==================== sume_calc
$ cat src/rtl/sume_calc.sv
// rtl/sume_calc.sv - keypad-driven two-operand decimal add/subtract calculator
// Optional sequential binary-to-BCD result conversion when SUME_CALC_BCD_EN is defined.
module sume_calc #(
   parameter int NDIGITS = 3,
   parameter int WORD_W  = 12
) (
   input  logic                     clk,
   input  logic                     n_reset,
   input  logic                     key_valid,
   input  logic [3:0]               key,
   output logic [WORD_W-1:0]        w1,
   output logic [WORD_W-1:0]        w2,
   output logic [WORD_W-1:0]        sum,
   output logic                     neg,
   output logic                     result_valid,
   output logic                     done,
`ifdef SUME_CALC_BCD_EN
   output logic                     busy,
   output logic [4*(NDIGITS+1)-1:0] bcd
`else
   output logic                     busy
`endif
);

   localparam int CNT_W = $clog2(NDIGITS + 1);
   localparam logic [3:0] K_ADD = 4'hA;
   localparam logic [3:0] K_SUB = 4'hB;
   localparam logic [3:0] K_EQ  = 4'hC;
   localparam logic [3:0] K_CLR = 4'hF;

   typedef enum logic [2:0] {
      ENTER_A,
      ENTER_B,
      CALC,
      SHOW
`ifdef SUME_CALC_BCD_EN
      , CONV
`endif
   } state_t;

   state_t             state_q, state_d;
   logic [WORD_W-1:0]  a_q, a_d;
   logic [WORD_W-1:0]  b_q, b_d;
   logic [WORD_W-1:0]  sum_q, sum_d;
   logic               neg_q, neg_d;
   logic               rv_q, rv_d;
   logic               done_q, done_d;
   logic [CNT_W-1:0]   cnt_q, cnt_d;
   logic               op_q, op_d;

   logic               accept;
   logic               is_digit;
   logic               is_op;
   logic               room;
   logic [WORD_W-1:0]  digit_w;
   logic [WORD_W-1:0]  calc_res;
   logic               calc_neg;

`ifdef SUME_CALC_BCD_EN
   localparam int BCD_W = 4 * (NDIGITS + 1);
   localparam int BIT_W = $clog2(WORD_W + 1);

   logic [WORD_W-1:0]  sh_q, sh_d;
   logic [BCD_W-1:0]   acc_q, acc_d;
   logic [BIT_W-1:0]   bit_q, bit_d;
   logic [BCD_W-1:0]   bcd_q, bcd_d;
   logic [BCD_W-1:0]   adj;
   logic [BCD_W-1:0]   shifted;

   // Double-dabble step: add 3 to every nibble >= 5, then shift in the next binary bit.
   always_comb begin
      adj = acc_q;
      for (int i = 0; i < NDIGITS + 1; i++) begin
         if (adj[4*i +: 4] >= 4'd5) begin
            adj[4*i +: 4] = adj[4*i +: 4] + 4'd3;
         end
      end
      shifted = {adj[BCD_W-2:0], sh_q[WORD_W-1]};
   end

   assign bcd  = bcd_q;
   assign busy = (state_q == CALC) || (state_q == CONV);
`else
   assign busy = (state_q == CALC);
`endif

   assign accept   = key_valid && !busy;
   assign is_digit = (key <= 4'd9);
   assign is_op    = (key == K_ADD) || (key == K_SUB);
   assign room     = (cnt_q < CNT_W'(NDIGITS));
   assign digit_w  = {{(WORD_W-4){1'b0}}, key};

   always_comb begin
      calc_neg = 1'b0;
      calc_res = a_q + b_q;
      if (op_q) begin
         if (a_q >= b_q) begin
            calc_res = a_q - b_q;
         end else begin
            calc_res = b_q - a_q;
            calc_neg = 1'b1;
         end
      end
   end

   always_comb begin
      state_d = state_q;
      a_d     = a_q;
      b_d     = b_q;
      sum_d   = sum_q;
      neg_d   = neg_q;
      rv_d    = rv_q;
      done_d  = 1'b0;
      cnt_d   = cnt_q;
      op_d    = op_q;
`ifdef SUME_CALC_BCD_EN
      sh_d    = sh_q;
      acc_d   = acc_q;
      bit_d   = bit_q;
      bcd_d   = bcd_q;
`endif
      case (state_q)
         ENTER_A: begin
            if (accept) begin
               if (is_digit) begin
                  if (room) begin
                     a_d   = a_q * WORD_W'(10) + digit_w;
                     cnt_d = cnt_q + 1'b1;
                  end
               end else if (is_op) begin
                  op_d    = (key == K_SUB);
                  cnt_d   = '0;
                  state_d = ENTER_B;
               end
            end
         end
         ENTER_B: begin
            if (accept) begin
               if (is_digit) begin
                  if (room) begin
                     b_d   = b_q * WORD_W'(10) + digit_w;
                     cnt_d = cnt_q + 1'b1;
                  end
               end else if (key == K_EQ) begin
                  state_d = CALC;
               end
            end
         end
         CALC: begin
            sum_d = calc_res;
            neg_d = calc_neg;
`ifdef SUME_CALC_BCD_EN
            sh_d    = calc_res;
            acc_d   = '0;
            bit_d   = '0;
            state_d = CONV;
`else
            rv_d    = 1'b1;
            done_d  = 1'b1;
            state_d = SHOW;
`endif
         end
`ifdef SUME_CALC_BCD_EN
         CONV: begin
            acc_d = shifted;
            sh_d  = {sh_q[WORD_W-2:0], 1'b0};
            bit_d = bit_q + 1'b1;
            if (bit_q == BIT_W'(WORD_W - 1)) begin
               bcd_d   = shifted;
               rv_d    = 1'b1;
               done_d  = 1'b1;
               state_d = SHOW;
            end
         end
`endif
         SHOW: begin
            if (accept) begin
               if (is_digit) begin
                  a_d     = digit_w;
                  b_d     = '0;
                  sum_d   = '0;
                  neg_d   = 1'b0;
                  rv_d    = 1'b0;
                  cnt_d   = CNT_W'(1);
                  op_d    = 1'b0;
`ifdef SUME_CALC_BCD_EN
                  bcd_d   = '0;
`endif
                  state_d = ENTER_A;
               end else if (is_op) begin
                  // A negative result cannot be carried forward as an unsigned operand.
                  a_d     = neg_q ? '0 : sum_q;
                  b_d     = '0;
                  cnt_d   = '0;
                  op_d    = (key == K_SUB);
                  rv_d    = 1'b0;
                  state_d = ENTER_B;
               end
            end
         end
         default: state_d = ENTER_A;
      endcase

      if (accept && (key == K_CLR)) begin
         state_d = ENTER_A;
         a_d     = '0;
         b_d     = '0;
         sum_d   = '0;
         neg_d   = 1'b0;
         rv_d    = 1'b0;
         done_d  = 1'b0;
         cnt_d   = '0;
         op_d    = 1'b0;
`ifdef SUME_CALC_BCD_EN
         sh_d    = '0;
         acc_d   = '0;
         bit_d   = '0;
         bcd_d   = '0;
`endif
      end
   end

   always_ff @(posedge clk or negedge n_reset) begin
      if (!n_reset) begin
         state_q <= ENTER_A;
         a_q     <= '0;
         b_q     <= '0;
         sum_q   <= '0;
         neg_q   <= 1'b0;
         rv_q    <= 1'b0;
         done_q  <= 1'b0;
         cnt_q   <= '0;
         op_q    <= 1'b0;
      end else begin
         state_q <= state_d;
         a_q     <= a_d;
         b_q     <= b_d;
         sum_q   <= sum_d;
         neg_q   <= neg_d;
         rv_q    <= rv_d;
         done_q  <= done_d;
         cnt_q   <= cnt_d;
         op_q    <= op_d;
      end
   end

`ifdef SUME_CALC_BCD_EN
   always_ff @(posedge clk or negedge n_reset) begin
      if (!n_reset) begin
         sh_q  <= '0;
         acc_q <= '0;
         bit_q <= '0;
         bcd_q <= '0;
      end else begin
         sh_q  <= sh_d;
         acc_q <= acc_d;
         bit_q <= bit_d;
         bcd_q <= bcd_d;
      end
   end
`endif

   assign w1           = a_q;
   assign w2           = b_q;
   assign sum          = sum_q;
   assign neg          = neg_q;
   assign result_valid = rv_q;
   assign done         = done_q;

endmodule

$ cat config.mk
export PLATFORM = sky130hd
export DESIGN_NAME = sume_calc
export DESIGN_NICKNAME = d
export VERILOG_FILES = /design/src/rtl/sume_calc.sv
export SDC_FILE = /design/constraint.sdc
export NUM_CORES = 1
export LEC_CHECK = 0
export ABC_AREA = 0
export ABC_CLOCK_PERIOD_IN_PS = 9200
export CAP_MARGIN = 5
export CELL_PAD_IN_SITES_DETAIL_PLACEMENT = 0
export CELL_PAD_IN_SITES_GLOBAL_PLACEMENT = 2
export CORE_MARGIN = 2
export CORE_UTILIZATION = 35
export CTS_CLUSTER_SIZE = 25
export DETAILED_ROUTE_END_ITERATION = 12
export GPL_TIMING_DRIVEN = 0
export PLACE_DENSITY_LB_ADDON = 0.1
export SYNTH_ARGS = -nofsm -noshare
export SYNTH_HDL_FRONTEND = slang
export SYNTH_SLANG_ARGS = --single-unit
$ cat constraint.sdc
create_clock -name clk -period 9.2 [get_ports clk]
set_clock_uncertainty 0.05 [all_clocks]
set_input_delay 0.92 -clock clk [delete_from_list [all_inputs] [get_ports clk]]
set_output_delay 0.92 -clock clk [all_outputs]
set_load 0.05 [all_outputs]
==================== counter_readback_flat
==> src/rtl/intel8254_pkg.sv <==
// Shared 8254 definitions: bus/count widths, read/write mode encodings,
// status byte layout and the read-source type used by the readback path.
package intel8254_pkg;

  localparam int unsigned BYTE_W  = 8;
  localparam int unsigned COUNT_W = 16;

  // Control-word RW field encodings
  localparam logic [1:0] RW_LATCH = 2'b00;
  localparam logic [1:0] RW_LSB   = 2'b01;
  localparam logic [1:0] RW_MSB   = 2'b10;
  localparam logic [1:0] RW_WORD  = 2'b11;

  // Status byte bit positions
  localparam int unsigned ST_OUT     = 7;
  localparam int unsigned ST_NULL    = 6;
  localparam int unsigned ST_RW_HI   = 5;
  localparam int unsigned ST_RW_LO   = 4;
  localparam int unsigned ST_MODE_HI = 3;
  localparam int unsigned ST_MODE_LO = 1;
  localparam int unsigned ST_BCD     = 0;

  // Where the byte of a read comes from
  typedef enum logic [1:0] {
    SrcNone,
    SrcStatus,
    SrcLatch,
    SrcLive
  } src_e;

  function automatic logic [BYTE_W-1:0] pack_status(input logic       out_pin,
                                                    input logic       null_count,
                                                    input logic [1:0] rw_mode,
                                                    input logic [2:0] mode,
                                                    input logic       bcd);
    logic [BYTE_W-1:0] s;
    s                        = '0;
    s[ST_OUT]                = out_pin;
    s[ST_NULL]               = null_count;
    s[ST_RW_HI:ST_RW_LO]     = rw_mode;
    s[ST_MODE_HI:ST_MODE_LO] = mode;
    s[ST_BCD]                = bcd;
    return s;
  endfunction

endpackage

==> src/rtl/counter_readback_if.sv <==
// Bus between the CPU-side control/decode logic (master) and the counter
// readback datapath (slave). Carries read/command strobes, the control-word
// fields, the live counter state and the returned read data.
interface counter_readback_if;
  import intel8254_pkg::*;

  logic               cs;
  logic               rd;
  logic               latch_cmd;
  logic               status_cmd;
  logic               new_mode;
  logic [1:0]         rw_mode;
  logic [2:0]         mode;
  logic               bcd;
  logic [COUNT_W-1:0] current_count;
  logic               out_pin;
  logic               null_count;
  logic [BYTE_W-1:0]  data_out;
  logic               data_valid;

  modport master (
    output cs, rd, latch_cmd, status_cmd, new_mode, rw_mode, mode, bcd,
    output current_count, out_pin, null_count,
    input  data_out, data_valid
  );

  modport slave (
    input  cs, rd, latch_cmd, status_cmd, new_mode, rw_mode, mode, bcd,
    input  current_count, out_pin, null_count,
    output data_out, data_valid
  );

endinterface

==> src/rtl/readback_byte_mux.sv <==
// Combinational source and byte selection for one counter read.
// Ports:
//   st_full, st   - status latch flag and byte
//   ol_full, ol   - count latch flag and value
//   rff           - read flip-flop (0 = next byte LSB)
//   rw_mode       - RW field of the current control word
//   live          - live count from the mode counter
//   byte_sel      - selected byte (zero when rw_mode is 00)
//   src           - which source the byte came from
//   msb           - the selected count byte is the MSB
module readback_byte_mux
  import intel8254_pkg::*;
(
  input  logic               st_full,
  input  logic [BYTE_W-1:0]  st,
  input  logic               ol_full,
  input  logic [COUNT_W-1:0] ol,
  input  logic               rff,
  input  logic [1:0]         rw_mode,
  input  logic [COUNT_W-1:0] live,
  output logic [BYTE_W-1:0]  byte_sel,
  output src_e               src,
  output logic               msb
);

  logic [COUNT_W-1:0] word;

  always_comb begin
    byte_sel = '0;
    src      = SrcNone;
    msb      = 1'b0;
    word     = ol_full ? ol : live;
    if (rw_mode == RW_LATCH) begin
      // Not a readable configuration: return zero, touch nothing
      src = SrcNone;
    end else if (st_full) begin
      src      = SrcStatus;
      byte_sel = st;
    end else begin
      src      = ol_full ? SrcLatch : SrcLive;
      msb      = (rw_mode == RW_MSB) || ((rw_mode == RW_WORD) && rff);
      byte_sel = msb ? word[COUNT_W-1:BYTE_W] : word[BYTE_W-1:0];
    end
  end

endmodule

==> src/rtl/counter_readback.sv <==
// Read-side datapath for one 8254 counter: counter latch, status latch and
// LSB/MSB read flip-flop. Returns one byte per read strobe, registered.
// Never modifies the counter's count.
// Ports:
//   clk, rst - clock, asynchronous active-high reset
//   bus      - slave side of counter_readback_if (strobes, control fields,
//              live count/OUT/null-count in; data_out/data_valid out)
module counter_readback
  import intel8254_pkg::*;
(
  input logic               clk,
  input logic               rst,
  counter_readback_if.slave bus
);

  logic [COUNT_W-1:0] ol_q, ol_d;
  logic               ol_full_q, ol_full_d;
  logic [BYTE_W-1:0]  st_q, st_d;
  logic               st_full_q, st_full_d;
  logic               rff_q, rff_d;
  logic [BYTE_W-1:0]  data_q, data_d;
  logic               valid_q;

  logic              rd_en;
  logic [BYTE_W-1:0] byte_sel;
  src_e              src;
  logic              msb;
  logic              ol_full_rd, st_full_rd;

  assign rd_en = bus.cs & bus.rd;

  readback_byte_mux u_mux (
    .st_full  (st_full_q),
    .st       (st_q),
    .ol_full  (ol_full_q),
    .ol       (ol_q),
    .rff      (rff_q),
    .rw_mode  (bus.rw_mode),
    .live     (bus.current_count),
    .byte_sel (byte_sel),
    .src      (src),
    .msb      (msb)
  );

  always_comb begin
    // Effect of the read alone, from pre-edge state
    ol_full_rd = ol_full_q;
    st_full_rd = st_full_q;
    rff_d      = rff_q;
    data_d     = data_q;
    if (rd_en) begin
      data_d = byte_sel;
      case (src)
        SrcStatus: st_full_rd = 1'b0;
        SrcLatch: begin
          // Latch is done once its last byte is out
          if (bus.rw_mode != RW_WORD || msb) ol_full_rd = 1'b0;
          if (bus.rw_mode == RW_WORD) rff_d = ~rff_q;
        end
        SrcLive: begin
          if (bus.rw_mode == RW_WORD) rff_d = ~rff_q;
        end
        default: ;
      endcase
    end

    // Latch commands see the post-read flags, so a completing read frees
    // the latch for a capture at the same edge.
    ol_d      = ol_q;
    ol_full_d = ol_full_rd;
    st_d      = st_q;
    st_full_d = st_full_rd;
    if (bus.new_mode) begin
      ol_full_d = 1'b0;
      st_full_d = 1'b0;
      rff_d     = 1'b0;
    end else begin
      if (bus.cs && bus.latch_cmd && !ol_full_rd) begin
        ol_d      = bus.current_count;
        ol_full_d = 1'b1;
      end
      if (bus.cs && bus.status_cmd && !st_full_rd) begin
        st_d      = pack_status(bus.out_pin, bus.null_count, bus.rw_mode, bus.mode, bus.bcd);
        st_full_d = 1'b1;
      end
    end
  end

  always_ff @(posedge clk or posedge rst) begin
    if (rst) begin
      ol_q      <= '0;
      ol_full_q <= 1'b0;
      st_q      <= '0;
      st_full_q <= 1'b0;
      rff_q     <= 1'b0;
      data_q    <= '0;
      valid_q   <= 1'b0;
    end else begin
      ol_q      <= ol_d;
      ol_full_q <= ol_full_d;
      st_q      <= st_d;
      st_full_q <= st_full_d;
      rff_q     <= rff_d;
      data_q    <= data_d;
      valid_q   <= rd_en;
    end
  end

  assign bus.data_out   = data_q;
  assign bus.data_valid = valid_q;

endmodule

==> src/flat_wrapper.sv <==
// flat-port wrapper written by rule: the top's interface ports become plain ports
module counter_readback_flat import intel8254_pkg::*;
  (clk, rst, bus_cs, bus_rd, bus_latch_cmd, bus_status_cmd, bus_new_mode, bus_rw_mode, bus_mode, bus_bcd, bus_current_count, bus_out_pin, bus_null_count, bus_data_out, bus_data_valid);
  counter_readback_if bus_i ();
  input logic clk;
  input logic rst;
  input wire logic [$bits(bus_i.cs)-1:0] bus_cs;
  input wire logic [$bits(bus_i.rd)-1:0] bus_rd;
  input wire logic [$bits(bus_i.latch_cmd)-1:0] bus_latch_cmd;
  input wire logic [$bits(bus_i.status_cmd)-1:0] bus_status_cmd;
  input wire logic [$bits(bus_i.new_mode)-1:0] bus_new_mode;
  input wire logic [$bits(bus_i.rw_mode)-1:0] bus_rw_mode;
  input wire logic [$bits(bus_i.mode)-1:0] bus_mode;
  input wire logic [$bits(bus_i.bcd)-1:0] bus_bcd;
  input wire logic [$bits(bus_i.current_count)-1:0] bus_current_count;
  input wire logic [$bits(bus_i.out_pin)-1:0] bus_out_pin;
  input wire logic [$bits(bus_i.null_count)-1:0] bus_null_count;
  output wire logic [$bits(bus_i.data_out)-1:0] bus_data_out;
  output wire logic [$bits(bus_i.data_valid)-1:0] bus_data_valid;
  assign bus_i.cs = bus_cs;
  assign bus_i.rd = bus_rd;
  assign bus_i.latch_cmd = bus_latch_cmd;
  assign bus_i.status_cmd = bus_status_cmd;
  assign bus_i.new_mode = bus_new_mode;
  assign bus_i.rw_mode = bus_rw_mode;
  assign bus_i.mode = bus_mode;
  assign bus_i.bcd = bus_bcd;
  assign bus_i.current_count = bus_current_count;
  assign bus_i.out_pin = bus_out_pin;
  assign bus_i.null_count = bus_null_count;
  assign bus_data_out = bus_i.data_out;
  assign bus_data_valid = bus_i.data_valid;
  counter_readback u_core (.clk(clk), .rst(rst), .bus(bus_i));
endmodule
==> config.mk <==
export PLATFORM = sky130hd
export DESIGN_NAME = counter_readback_flat
export DESIGN_NICKNAME = d
export VERILOG_FILES = /design/src/rtl/intel8254_pkg.sv /design/src/rtl/counter_readback_if.sv /design/src/rtl/readback_byte_mux.sv /design/src/rtl/counter_readback.sv /design/src/flat_wrapper.sv
export SDC_FILE = /design/constraint.sdc
export NUM_CORES = 1
export LEC_CHECK = 0
export ABC_AREA = 1
export CORE_MARGIN = 3
export CORE_UTILIZATION = 30
export DETAILED_ROUTE_END_ITERATION = 8
export HOLD_SLACK_MARGIN = 0.05
export PLACE_DENSITY = 0.6
export SLEW_MARGIN = 10
export SYNTH_ARGS = -nofsm -noshare
export SYNTH_HDL_FRONTEND = slang
export SYNTH_SLANG_ARGS = --single-unit
==> constraint.sdc <==
create_clock -name clk -period 1.15 [get_ports clk]
set_input_delay 0.23 -clock clk [delete_from_list [all_inputs] [get_ports clk]]
set_output_delay 0.23 -clock clk [all_outputs]
set_load 0.05 [all_outputs]
==================== child_lane_arbiter
### src/rtl/child_lane_arbiter.sv
// child_lane_arbiter
//   Round-robin arbiter that shares one registered passthrough lane among
//   N_REQ requesters. Each cycle it grants at most one requester. The granted
//   word goes into a one-entry output register, tagged with the source index.
//   A wrap-around running sum of every granted word is also kept.
//
// Ports
//   clock, reset    : rising-edge clock, asynchronous active-high reset
//   io_req_valid    : [N_REQ]        requester i offers a word
//   io_req_bits     : [N_REQ*WIDTH]  requester i's word at [i*WIDTH +: WIDTH]
//   io_req_ready    : [N_REQ]        one-hot grant (or zero)
//   io_out_valid    : output register holds a word
//   io_out_ready    : downstream accepts the word
//   io_out_bits     : captured word
//   io_out_id       : index of the source that supplied io_out_bits
//   io_clear        : synchronous clear of the accumulator
//   io_acc_sum      : running sum of granted words, modulo 2^WIDTH

// Per-lane data gate: passes the lane's word only when that lane is the winner,
// so the winning word can be picked by OR-reducing all lanes.
module child_lane_arbiter_lane #(
    parameter int WIDTH = 32
) (
    input  logic             gnt_i,
    input  logic [WIDTH-1:0] word_i,
    output logic [WIDTH-1:0] word_o
);
    assign word_o = gnt_i ? word_i : '0;
endmodule

module child_lane_arbiter #(
    parameter int N_REQ = 3,
    parameter int WIDTH = 32,
    localparam int IDW  = (N_REQ > 1) ? $clog2(N_REQ) : 1
) (
    input  logic                   clock,
    input  logic                   reset,
    input  logic [N_REQ-1:0]       io_req_valid,
    input  logic [N_REQ*WIDTH-1:0] io_req_bits,
    output logic [N_REQ-1:0]       io_req_ready,
    output logic                   io_out_valid,
    input  logic                   io_out_ready,
    output logic [WIDTH-1:0]       io_out_bits,
    output logic [IDW-1:0]         io_out_id,
    input  logic                   io_clear,
    output logic [WIDTH-1:0]       io_acc_sum
);
    logic                         out_valid_q, out_valid_d;
    logic [WIDTH-1:0]             out_bits_q,  out_bits_d;
    logic [IDW-1:0]               out_id_q,    out_id_d;
    logic [IDW-1:0]               ptr_q,       ptr_d;
    logic [WIDTH-1:0]             acc_q,       acc_d;

    logic [N_REQ-1:0][WIDTH-1:0]  req_words;
    logic [N_REQ-1:0][WIDTH-1:0]  lane_word;
    logic [N_REQ-1:0]             gnt;
    logic [WIDTH-1:0]             word_g;
    logic [IDW-1:0]               win;
    logic                         found;
    logic                         cap;
    logic                         xfer;

    assign req_words = io_req_bits;

    // The slot can take a new word if it is empty or being drained this cycle.
    assign cap = !out_valid_q || io_out_ready;

    // Search from ptr upwards, wrapping back to 0; first valid requester wins.
    always_comb begin
        logic [IDW:0]   pos;
        logic [IDW-1:0] cand;
        found = 1'b0;
        win   = '0;
        pos   = '0;
        cand  = '0;
        for (int k = 0; k < N_REQ; k++) begin
            pos = {1'b0, ptr_q} + (IDW+1)'(k);
            if (pos >= (IDW+1)'(N_REQ)) pos = pos - (IDW+1)'(N_REQ);
            cand = pos[IDW-1:0];
            if (!found && io_req_valid[cand]) begin
                found = 1'b1;
                win   = cand;
            end
        end
    end

    genvar gi;
    generate
        for (gi = 0; gi < N_REQ; gi++) begin : g_lane
            assign gnt[gi] = found && (win == IDW'(gi));
            child_lane_arbiter_lane #(.WIDTH(WIDTH)) u_lane (
                .gnt_i  (gnt[gi]),
                .word_i (req_words[gi]),
                .word_o (lane_word[gi])
            );
        end
    endgenerate

    always_comb begin
        word_g = '0;
        for (int i = 0; i < N_REQ; i++) word_g = word_g | lane_word[i];
    end

    assign io_req_ready = cap ? gnt : '0;
    assign xfer         = found && cap;

    always_comb begin
        out_valid_d = out_valid_q;
        out_bits_d  = out_bits_q;
        out_id_d    = out_id_q;
        ptr_d       = ptr_q;
        acc_d       = acc_q;

        if (xfer) begin
            out_valid_d = 1'b1;
            out_bits_d  = word_g;
            out_id_d    = win;
            ptr_d       = (win == IDW'(N_REQ-1)) ? '0 : win + 1'b1;
        end else if (out_valid_q && io_out_ready) begin
            out_valid_d = 1'b0;
        end

        // A clear coinciding with a transfer restarts the sum at the new word.
        if (io_clear) acc_d = '0;
        if (xfer)     acc_d = (io_clear ? '0 : acc_q) + word_g;
    end

    always_ff @(posedge clock or posedge reset) begin
        if (reset) begin
            out_valid_q <= 1'b0;
            out_bits_q  <= '0;
            out_id_q    <= '0;
            ptr_q       <= '0;
            acc_q       <= '0;
        end else begin
            out_valid_q <= out_valid_d;
            out_bits_q  <= out_bits_d;
            out_id_q    <= out_id_d;
            ptr_q       <= ptr_d;
            acc_q       <= acc_d;
        end
    end

    assign io_out_valid = out_valid_q;
    assign io_out_bits  = out_bits_q;
    assign io_out_id    = out_id_q;
    assign io_acc_sum   = acc_q;
endmodule
### config.mk
export PLATFORM = sky130hd
export DESIGN_NAME = child_lane_arbiter
export DESIGN_NICKNAME = d
export VERILOG_FILES = /design/src/rtl/child_lane_arbiter.sv
export SDC_FILE = /design/constraint.sdc
export NUM_CORES = 1
export LEC_CHECK = 0
export ABC_AREA = 1
export CAP_MARGIN = 5
export CORE_MARGIN = 4
export CORE_UTILIZATION = 48
export CTS_BUF_LIST = sky130_fd_sc_hd__clkbuf_16
export DETAILED_ROUTE_END_ITERATION = 6
export PLACE_DENSITY_LB_ADDON = 0.05
export RECOVER_POWER = 50
export SYNTH_ARGS = -nofsm -noshare
export SYNTH_HDL_FRONTEND = slang
export SYNTH_SLANG_ARGS = --single-unit
### constraint.sdc
create_clock -name clock -period 4.7 [get_ports clock]
set_clock_uncertainty 0.2 [all_clocks]
set_input_delay 0.94 -clock clock [delete_from_list [all_inputs] [get_ports clock]]
set_output_delay 0.94 -clock clock [all_outputs]
set_load 0.01 [all_outputs]
==================== tinycpu_sequencer_flat
File: src/rtl/tinycpu_sequencer_if.sv
// Program-memory read bus between the sequencer (master) and instruction memory (slave).
// Read data is expected one cycle after imem_en.
interface tinycpu_sequencer_if #(
    parameter int ADDR_W = 4
);
    logic              imem_en;
    logic [ADDR_W-1:0] imem_addr;
    logic [3:0]        imem_data;

    modport master (output imem_en, output imem_addr, input imem_data);
    modport slave  (input imem_en, input imem_addr, output imem_data);
endinterface

File: src/rtl/tinycpu_sequencer.sv
// Fetch/wait/execute sequencer issuing 4-bit opcodes from a small program memory.
// Optional single-step mode (PAUSE state, step input) is enabled by TINYCPU_SEQ_SINGLE_STEP_EN.
module tinycpu_sequencer #(
    parameter int ADDR_W = 4
) (
    input  logic              clk,
    input  logic              reset,
    input  logic              start,
    input  logic              abort,
`ifdef TINYCPU_SEQ_SINGLE_STEP_EN
    input  logic              step,
`endif
    input  logic [ADDR_W-1:0] last_addr,
    tinycpu_sequencer_if.master imem,
    output logic [3:0]        instr,
    output logic              instr_valid,
    output logic              busy,
    output logic              done,
    output logic              halted,
    output logic [ADDR_W:0]   exec_count
);

`ifdef TINYCPU_SEQ_SINGLE_STEP_EN
    typedef enum logic [2:0] {S_IDLE, S_FETCH, S_WAIT, S_EXEC, S_DONE, S_PAUSE} state_t;
`else
    typedef enum logic [2:0] {S_IDLE, S_FETCH, S_WAIT, S_EXEC, S_DONE} state_t;
`endif

    state_t            state_q, state_d;
    logic [ADDR_W-1:0] pc_q, pc_d;
    logic [ADDR_W-1:0] last_q, last_d;
    logic [ADDR_W-1:0] addr_q, addr_d;
    logic [3:0]        ir_q, ir_d;
    logic [ADDR_W:0]   count_q, count_d;
    logic              halted_q, halted_d;

    always_ff @(posedge clk) begin
        if (reset) begin
            state_q  <= S_IDLE;
            pc_q     <= '0;
            last_q   <= '0;
            addr_q   <= '0;
            ir_q     <= 4'h0;
            count_q  <= '0;
            halted_q <= 1'b0;
        end else begin
            state_q  <= state_d;
            pc_q     <= pc_d;
            last_q   <= last_d;
            addr_q   <= addr_d;
            ir_q     <= ir_d;
            count_q  <= count_d;
            halted_q <= halted_d;
        end
    end

    always_comb begin
        state_d        = state_q;
        pc_d           = pc_q;
        last_d         = last_q;
        addr_d         = addr_q;
        ir_d           = ir_q;
        count_d        = count_q;
        halted_d       = halted_q;
        imem.imem_en   = 1'b0;
        imem.imem_addr = addr_q;
        instr          = 4'hF;
        instr_valid    = 1'b0;

        case (state_q)
            S_IDLE: begin
                if (start && !abort) begin
                    pc_d     = '0;
                    count_d  = '0;
                    halted_d = 1'b0;
                    last_d   = last_addr;
                    state_d  = S_FETCH;
                end
            end
            S_FETCH: begin
                imem.imem_en   = 1'b1;
                imem.imem_addr = pc_q;
                addr_d         = pc_q;
                state_d        = abort ? S_IDLE : S_WAIT;
            end
            S_WAIT: begin
                if (abort) begin
                    state_d = S_IDLE;
                end else begin
                    ir_d = imem.imem_data;
                    // Opcodes 12..15 are HALT and end the run without being issued.
                    if (imem.imem_data[3:2] == 2'b11) begin
                        halted_d = 1'b1;
                        state_d  = S_DONE;
                    end else begin
                        state_d = S_EXEC;
                    end
                end
            end
            S_EXEC: begin
                if (abort) begin
                    state_d = S_IDLE;
                end else begin
                    instr       = ir_q;
                    instr_valid = 1'b1;
                    count_d     = count_q + 1'b1;
                    // pc stops at last_addr instead of incrementing, so it never wraps.
                    if (pc_q == last_q) begin
                        state_d = S_DONE;
                    end else begin
                        pc_d = pc_q + 1'b1;
`ifdef TINYCPU_SEQ_SINGLE_STEP_EN
                        state_d = S_PAUSE;
`else
                        state_d = S_FETCH;
`endif
                    end
                end
            end
            S_DONE: begin
                state_d = S_IDLE;
            end
`ifdef TINYCPU_SEQ_SINGLE_STEP_EN
            S_PAUSE: begin
                if (abort) begin
                    state_d = S_IDLE;
                end else if (step) begin
                    state_d = S_FETCH;
                end
            end
`endif
            default: begin
                state_d = S_IDLE;
            end
        endcase
    end

`ifdef TINYCPU_SEQ_SINGLE_STEP_EN
    assign busy = (state_q == S_FETCH) || (state_q == S_WAIT) ||
                  (state_q == S_EXEC)  || (state_q == S_PAUSE);
`else
    assign busy = (state_q == S_FETCH) || (state_q == S_WAIT) || (state_q == S_EXEC);
`endif
    assign done       = (state_q == S_DONE);
    assign halted     = halted_q;
    assign exec_count = count_q;

endmodule

File: src/flat_wrapper.sv
// flat-port wrapper written by rule: the top's interface ports become plain ports
module tinycpu_sequencer_flat 
#(
    parameter int ADDR_W = 4
)
  (clk, reset, start, abort, last_addr, instr, instr_valid, busy, done, halted, exec_count, imem_imem_en, imem_imem_addr, imem_imem_data);
  tinycpu_sequencer_if #(.ADDR_W(ADDR_W)) imem_i ();
  input  logic clk;
  input  logic reset;
  input  logic start;
  input  logic abort;
  input  logic [ADDR_W-1:0] last_addr;
  output logic [3:0] instr;
  output logic instr_valid;
  output logic busy;
  output logic done;
  output logic halted;
  output logic [ADDR_W:0] exec_count;
  output wire logic [$bits(imem_i.imem_en)-1:0] imem_imem_en;
  output wire logic [$bits(imem_i.imem_addr)-1:0] imem_imem_addr;
  input wire logic [$bits(imem_i.imem_data)-1:0] imem_imem_data;
  assign imem_imem_en = imem_i.imem_en;
  assign imem_imem_addr = imem_i.imem_addr;
  assign imem_i.imem_data = imem_imem_data;
  tinycpu_sequencer #(.ADDR_W(ADDR_W)) u_core (.clk(clk), .reset(reset), .start(start), .abort(abort), .last_addr(last_addr), .imem(imem_i), .instr(instr), .instr_valid(instr_valid), .busy(busy), .done(done), .halted(halted), .exec_count(exec_count));
endmodule
File: config.mk
export PLATFORM = sky130hd
export DESIGN_NAME = tinycpu_sequencer_flat
export DESIGN_NICKNAME = d
export VERILOG_FILES = /design/src/rtl/tinycpu_sequencer_if.sv /design/src/rtl/tinycpu_sequencer.sv /design/src/flat_wrapper.sv
export SDC_FILE = /design/constraint.sdc
export NUM_CORES = 1
export LEC_CHECK = 0
export CORE_AREA = 2 2 58 60
export CTS_CLUSTER_DIAMETER = 60
export DETAILED_ROUTE_END_ITERATION = 10
export DIE_AREA = 0 0 60 62
export MAX_ROUTING_LAYER = met4
export PLACE_DENSITY_LB_ADDON = 0.05
export SLEW_MARGIN = 0
export SYNTH_ARGS = -nofsm -noshare
export SYNTH_HDL_FRONTEND = slang
export SYNTH_SLANG_ARGS = --single-unit
File: constraint.sdc
create_clock -name clk -period 1.3 [get_ports clk]
set_input_delay 0.195 -clock clk [delete_from_list [all_inputs] [get_ports clk]]
set_output_delay 0.195 -clock clk [all_outputs]
set_load 0.02 [all_outputs]

## Gallery

Routed metal, one colour a layer.
Scale bar: 20 um.
shot_01.png
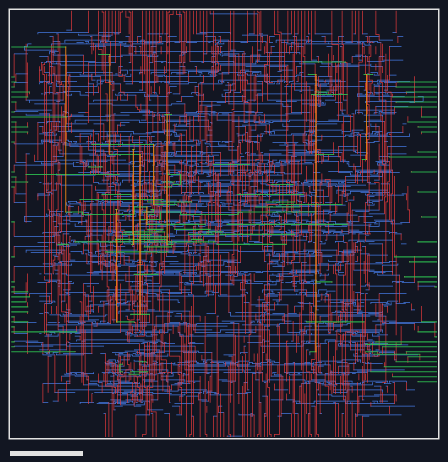
shot_02.png
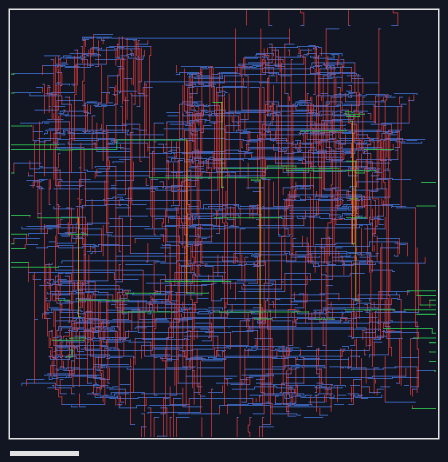
shot_03.png
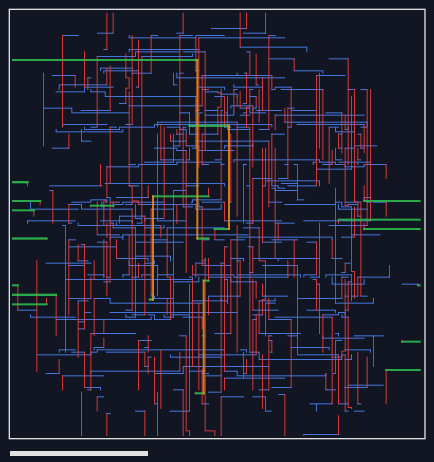
shot_04.png
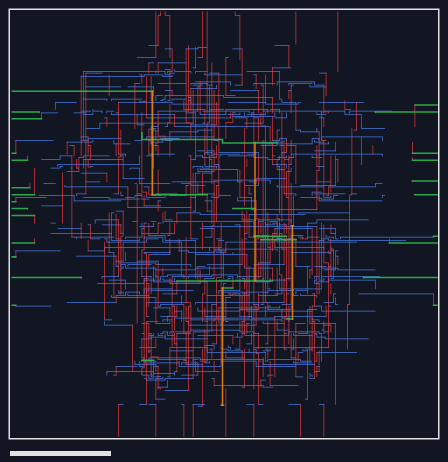
| picture | from |
|---|---|
| shot_01.png | child_lane_arbiter |
| shot_04.png | counter_readback_flat |
| shot_03.png | tinycpu_sequencer_flat |
| shot_02.png | sume_calc |

**child_lane_arbiter: clock wiring as the flow saved it**

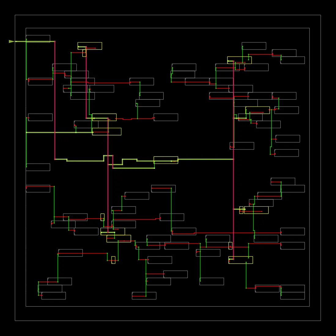
flop count: 69
Clock buffer cells: 9

==> reports/results.txt, child_lane_arbiter <==
Status -> complete, but fails checks
Failing checks -> capacitance limit, slew limit
Core Util, Final -> 0.682
Dpl hpwl -> 13200 um
Synth Seq Share -> 0.306
Maxcap violations -> 1
Area fraction in full adders, half adders and majority gates -> 0.0788
Yosys simple share -> 0.413
N_taps -> 143
Final hold vios -> 0
Max-slew violations -> 39
Logic cell area -> 3450 um^2
CP Capture Point -> io_acc_sum[18]
Critical path startpoint -> io_req_valid[2]
Hold WS -> 0.269 ns
Commonest cells in the netlist -> nand2_1 (343), inv_1 (88), nor2_1 (75)
Crit path buf inv count -> 3
# rows -> 39
CP endpoint kind -> flip-flop
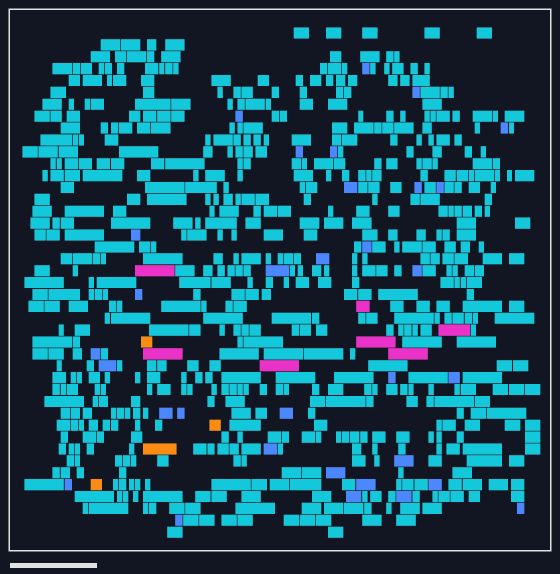
**Above:** sume_calc (cells by drive strength).
Scale bar: 20 um.
[drive 2] blue | cells: 32
[drive 3 to 4] orange | cells: 4
[drive 6 and up] magenta | cells: 7
[drive 1 or less] cyan | cells: 616

==> reports/results.txt, sume_calc <==
Status -> finished clean
DR iter-0 viols -> 242
Inverters -> 46
Clock slew at reported path FFs -> 0.07 ns
Final setup viols -> 0
Critical path, cell by cell -> clkdlybuf4s50_1 > buf_2 > nor2_1 > nor2_1 > o21ai_0 > a21oi_1 > clkbuf_1 > a22oi_1 > o21ai_0
Non-CTS buffers -> 71
Wire per inst -> 18.1 um
Flop area -> 1130 um^2
Highest metal used -> met4
Cell at the slowest stage of the critical path -> clkdlybuf4s50_1
Multi-In Gates -> 489
R2R setup slack -> 5.84 ns
Critical path startpoint -> key[2]
Synth Seq Share -> 0.225
Routability Congestion -> 0.866
Max Clk Rate -> 290 MHz
Commonest cells in the netlist -> ha_1 (70), nand2_1 (53), o21ai_0 (47)
Crit path buf inv count -> 3
Skew-Pair Late Insertion Delay -> 0.29 ns
DIE AREA -> 15300 um^2
Dpl hpwl -> 12200 um
CP Capture Point -> sum[6]
H-tree depth -> 2
# resized after CTS -> 0
Post-Syn Area per Cell -> 8.27 um^2
Clock sinks -> 45
Mapped Area -> 5000 um^2
Flop count -> 45
Top cells excl fill/tap -> ha_1 (70), nand2_1 (53), o21ai_0 (47), inv_1 (46), dfrtp_1 (45)
Data buffer area share -> 0.0996
Kind of critical path -> in -> reg
Congestion Overflow GR -> 0
**tinycpu_sequencer_flat: sequential cells coloured by netlist name**

Scale bar: 20 um.
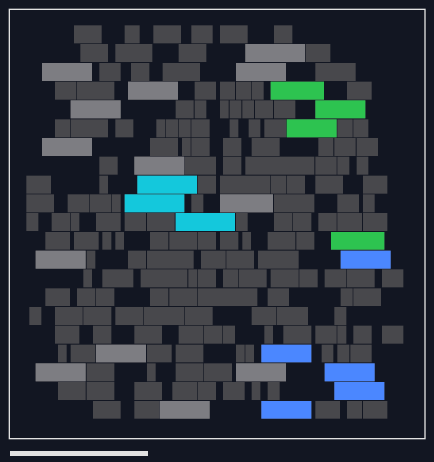
[u_core.state_q] cyan | flops: 3
[u_core.last_q] green | flops: 4 | where: upper right
[u_core.exec_count] blue | flops: 5 | where: lower right
sequential cell area share: 0.254
Flop area: 519 um^2
Core Util, Final: 0.644

==> reports/results.txt, tinycpu_sequencer_flat <==
Hold buffer count at cts -> 0
DIE AREA -> 3720 um^2
Area fraction of the dominant cell type after synthesis -> 0.417
Crit path buf inv count -> 2
FF-to-FF path depth -> 5
Cycle use final -> 1.33
Yosys cell count -> 127
Chip Height -> 62 um
CP Capture Point -> imem_imem_addr[3]
Status -> complete, but fails checks
Diodes inserted -> 0
Worst EP required -> 1.11 ns
Synth Seq Share -> 0.417
Failing checks -> setup timing
Vias in the first global route -> 1122
RSZ-0062 raised after global routing -> true
Max FFs per register -> 5
Top post-synthesis cells by area -> dfxtp_1 (42%), a21oi_1 (5.0%), nor2_1 (4.4%)
Yosys simple share -> 0.268
GRT Max-Usage Layer -> met2
Largest net degree at the start of global routing -> 15
Hold EP -> u_core.last_q[0]
Synth cell types -> 33
Logic cell area -> 820 um^2
Routability Congestion -> 0.824
Wire length on met1 -> 1340 um
Post-Synth AOI/OAI Area -> 0.129
Post-synthesis mux area share -> 0.0792
Clock buffer cells -> 3
Post-synth regs -> 25
Final setup viols -> 36
Congestion Overflow GR -> 0
I/O pins -> 30
Post-route worst setup slack -> -0.431 ns
Main flop type -> dfxtp_1
CP endpoint kind -> output pin
Commonest cells in the netlist -> dfxtp_1 (25), nor2_1 (14), a21oi_1 (12)
# DRC -> 0
**counter_readback_flat: sequential cells coloured by netlist name**

Scale bar: 20 um.
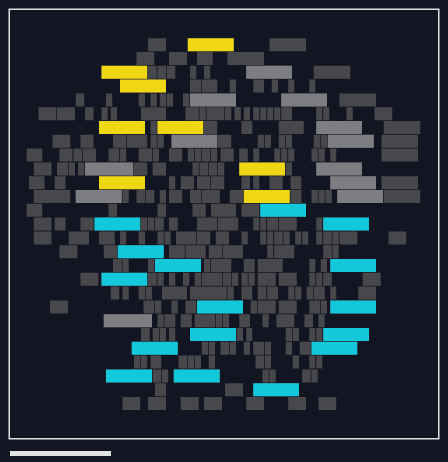
[u_core.ol_q] cyan | flops: 16
[u_core.st_q] yellow | flops: 8
not coloured: 12

**counter_readback_flat: clock wiring as the flow saved it**

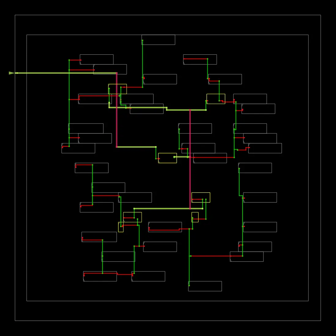
Worst Skew: 0.00613 ns
Skew-Pair Late Insertion Delay: 0.29 ns
Clock buffer cells: 6
flop count: 36
total CTS buffers: 5

==> reports/results.txt, counter_readback_flat <==
Status -> complete, but fails checks
Failing checks -> setup timing
Highest metal used -> met4
Yosys cell count -> 253
CTS tree -> done
Post-Syn Area per Cell -> 7.28 um^2
Hold buffer count at cts -> 0
N_taps -> 72
# rows -> 27
CP Capture Point -> u_core.bus.data_out[0]
Post-CTS Setup Inserts -> 5
Critical path startpoint -> u_core.ol_full_q
Pre-CTS setup slack -> -0.460 ns
Global-route wire length before repair -> 8790 um
Clock slew at reported path FFs -> 0.07 ns
Final setup viols -> 1
Core Util, Final -> 0.495
Critical path, cell by cell -> buf_6 > nor2_1 > nor2_1 > nand2_1 > nand3_2 > nand2_1 > nand2_1
Multi-In Gates -> 202
Maxcap violations -> 0
Routability Congestion -> 0.794
OpenROAD warning count -> 27
Top cells excl fill/tap -> nand2_1 (94), nor2_1 (34), dfrtp_1 (34), nand3_1 (28), clkdlybuf4s50_1 (25)
Flop area -> 903 um^2
Met2 global-route usage -> 0.235
Final hold vios -> 0
DIE AREA -> 7120 um^2
Post-route worst setup slack -> -0.00379 ns
Main flop type -> dfrtp_1
Congestion Overflow GR -> 0
Maximum fanout along the worst path -> 5
CP endpoint kind -> flip-flop


==> screenshots <==
Cells by drive strength.
Scale bar: 20 um.
image #1
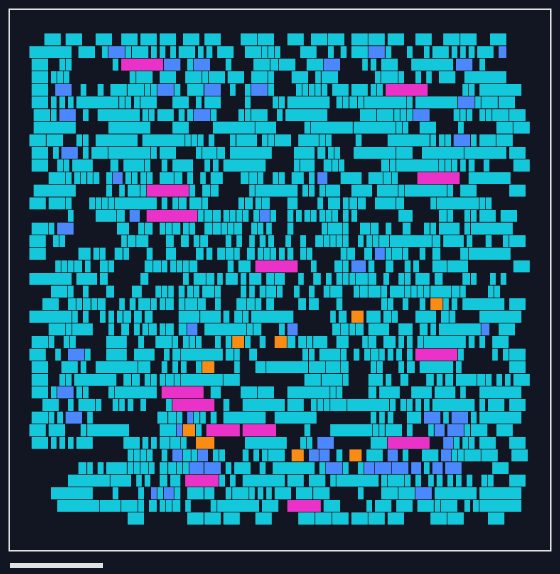
image #2
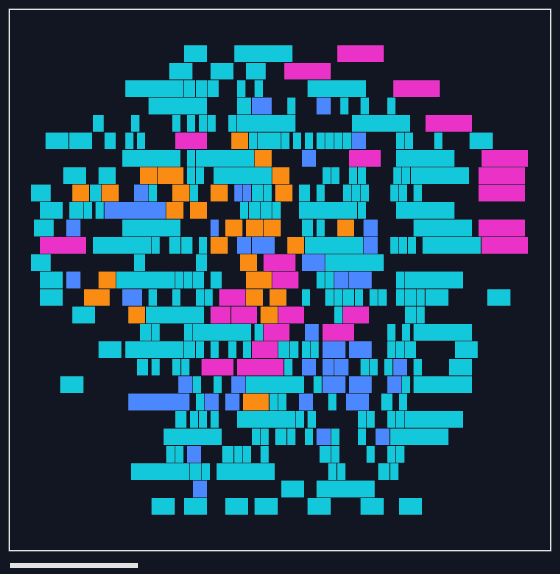
image #3
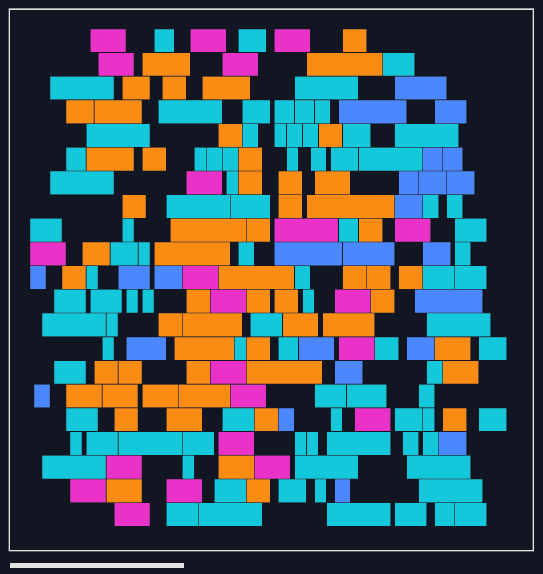
tinycpu_sequencer_flat is image #3.
counter_readback_flat is image #2.
child_lane_arbiter is image #1.

Key to image #1:
[drive 3 to 4] orange | cells: 9
[drive 1 or less] cyan | cells: 952
[drive 6 and up] magenta | cells: 14
[drive 2] blue | cells: 56


==> layout pictures side by side <==
I/O nets highlighted.
Plate I
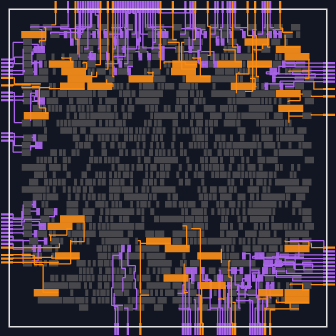
Plate II
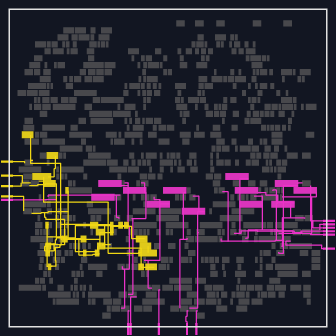
Plate III
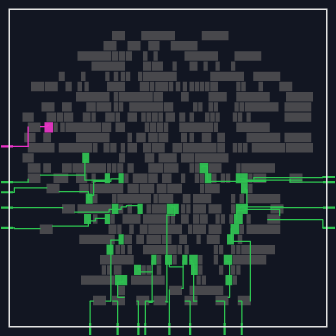
Plate IV
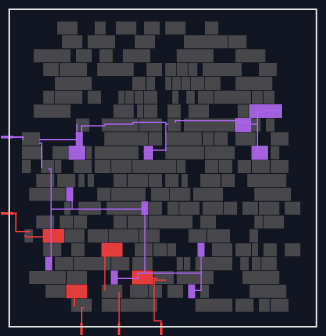
child_lane_arbiter: Plate I
counter_readback_flat: Plate III
sume_calc: Plate II
tinycpu_sequencer_flat: Plate IV

Key to Plate III:
[bus_status_cmd] magenta | bits: 1 | direction: input | edge: left | end cells: 1 | buffers: 1 | wire: 12.4 um
[bus_current_count] green | bits: 16 | direction: input | edge: 8 bottom, 4 right, 4 left | end cells: 32 | buffers: 16 | wire: 453 um

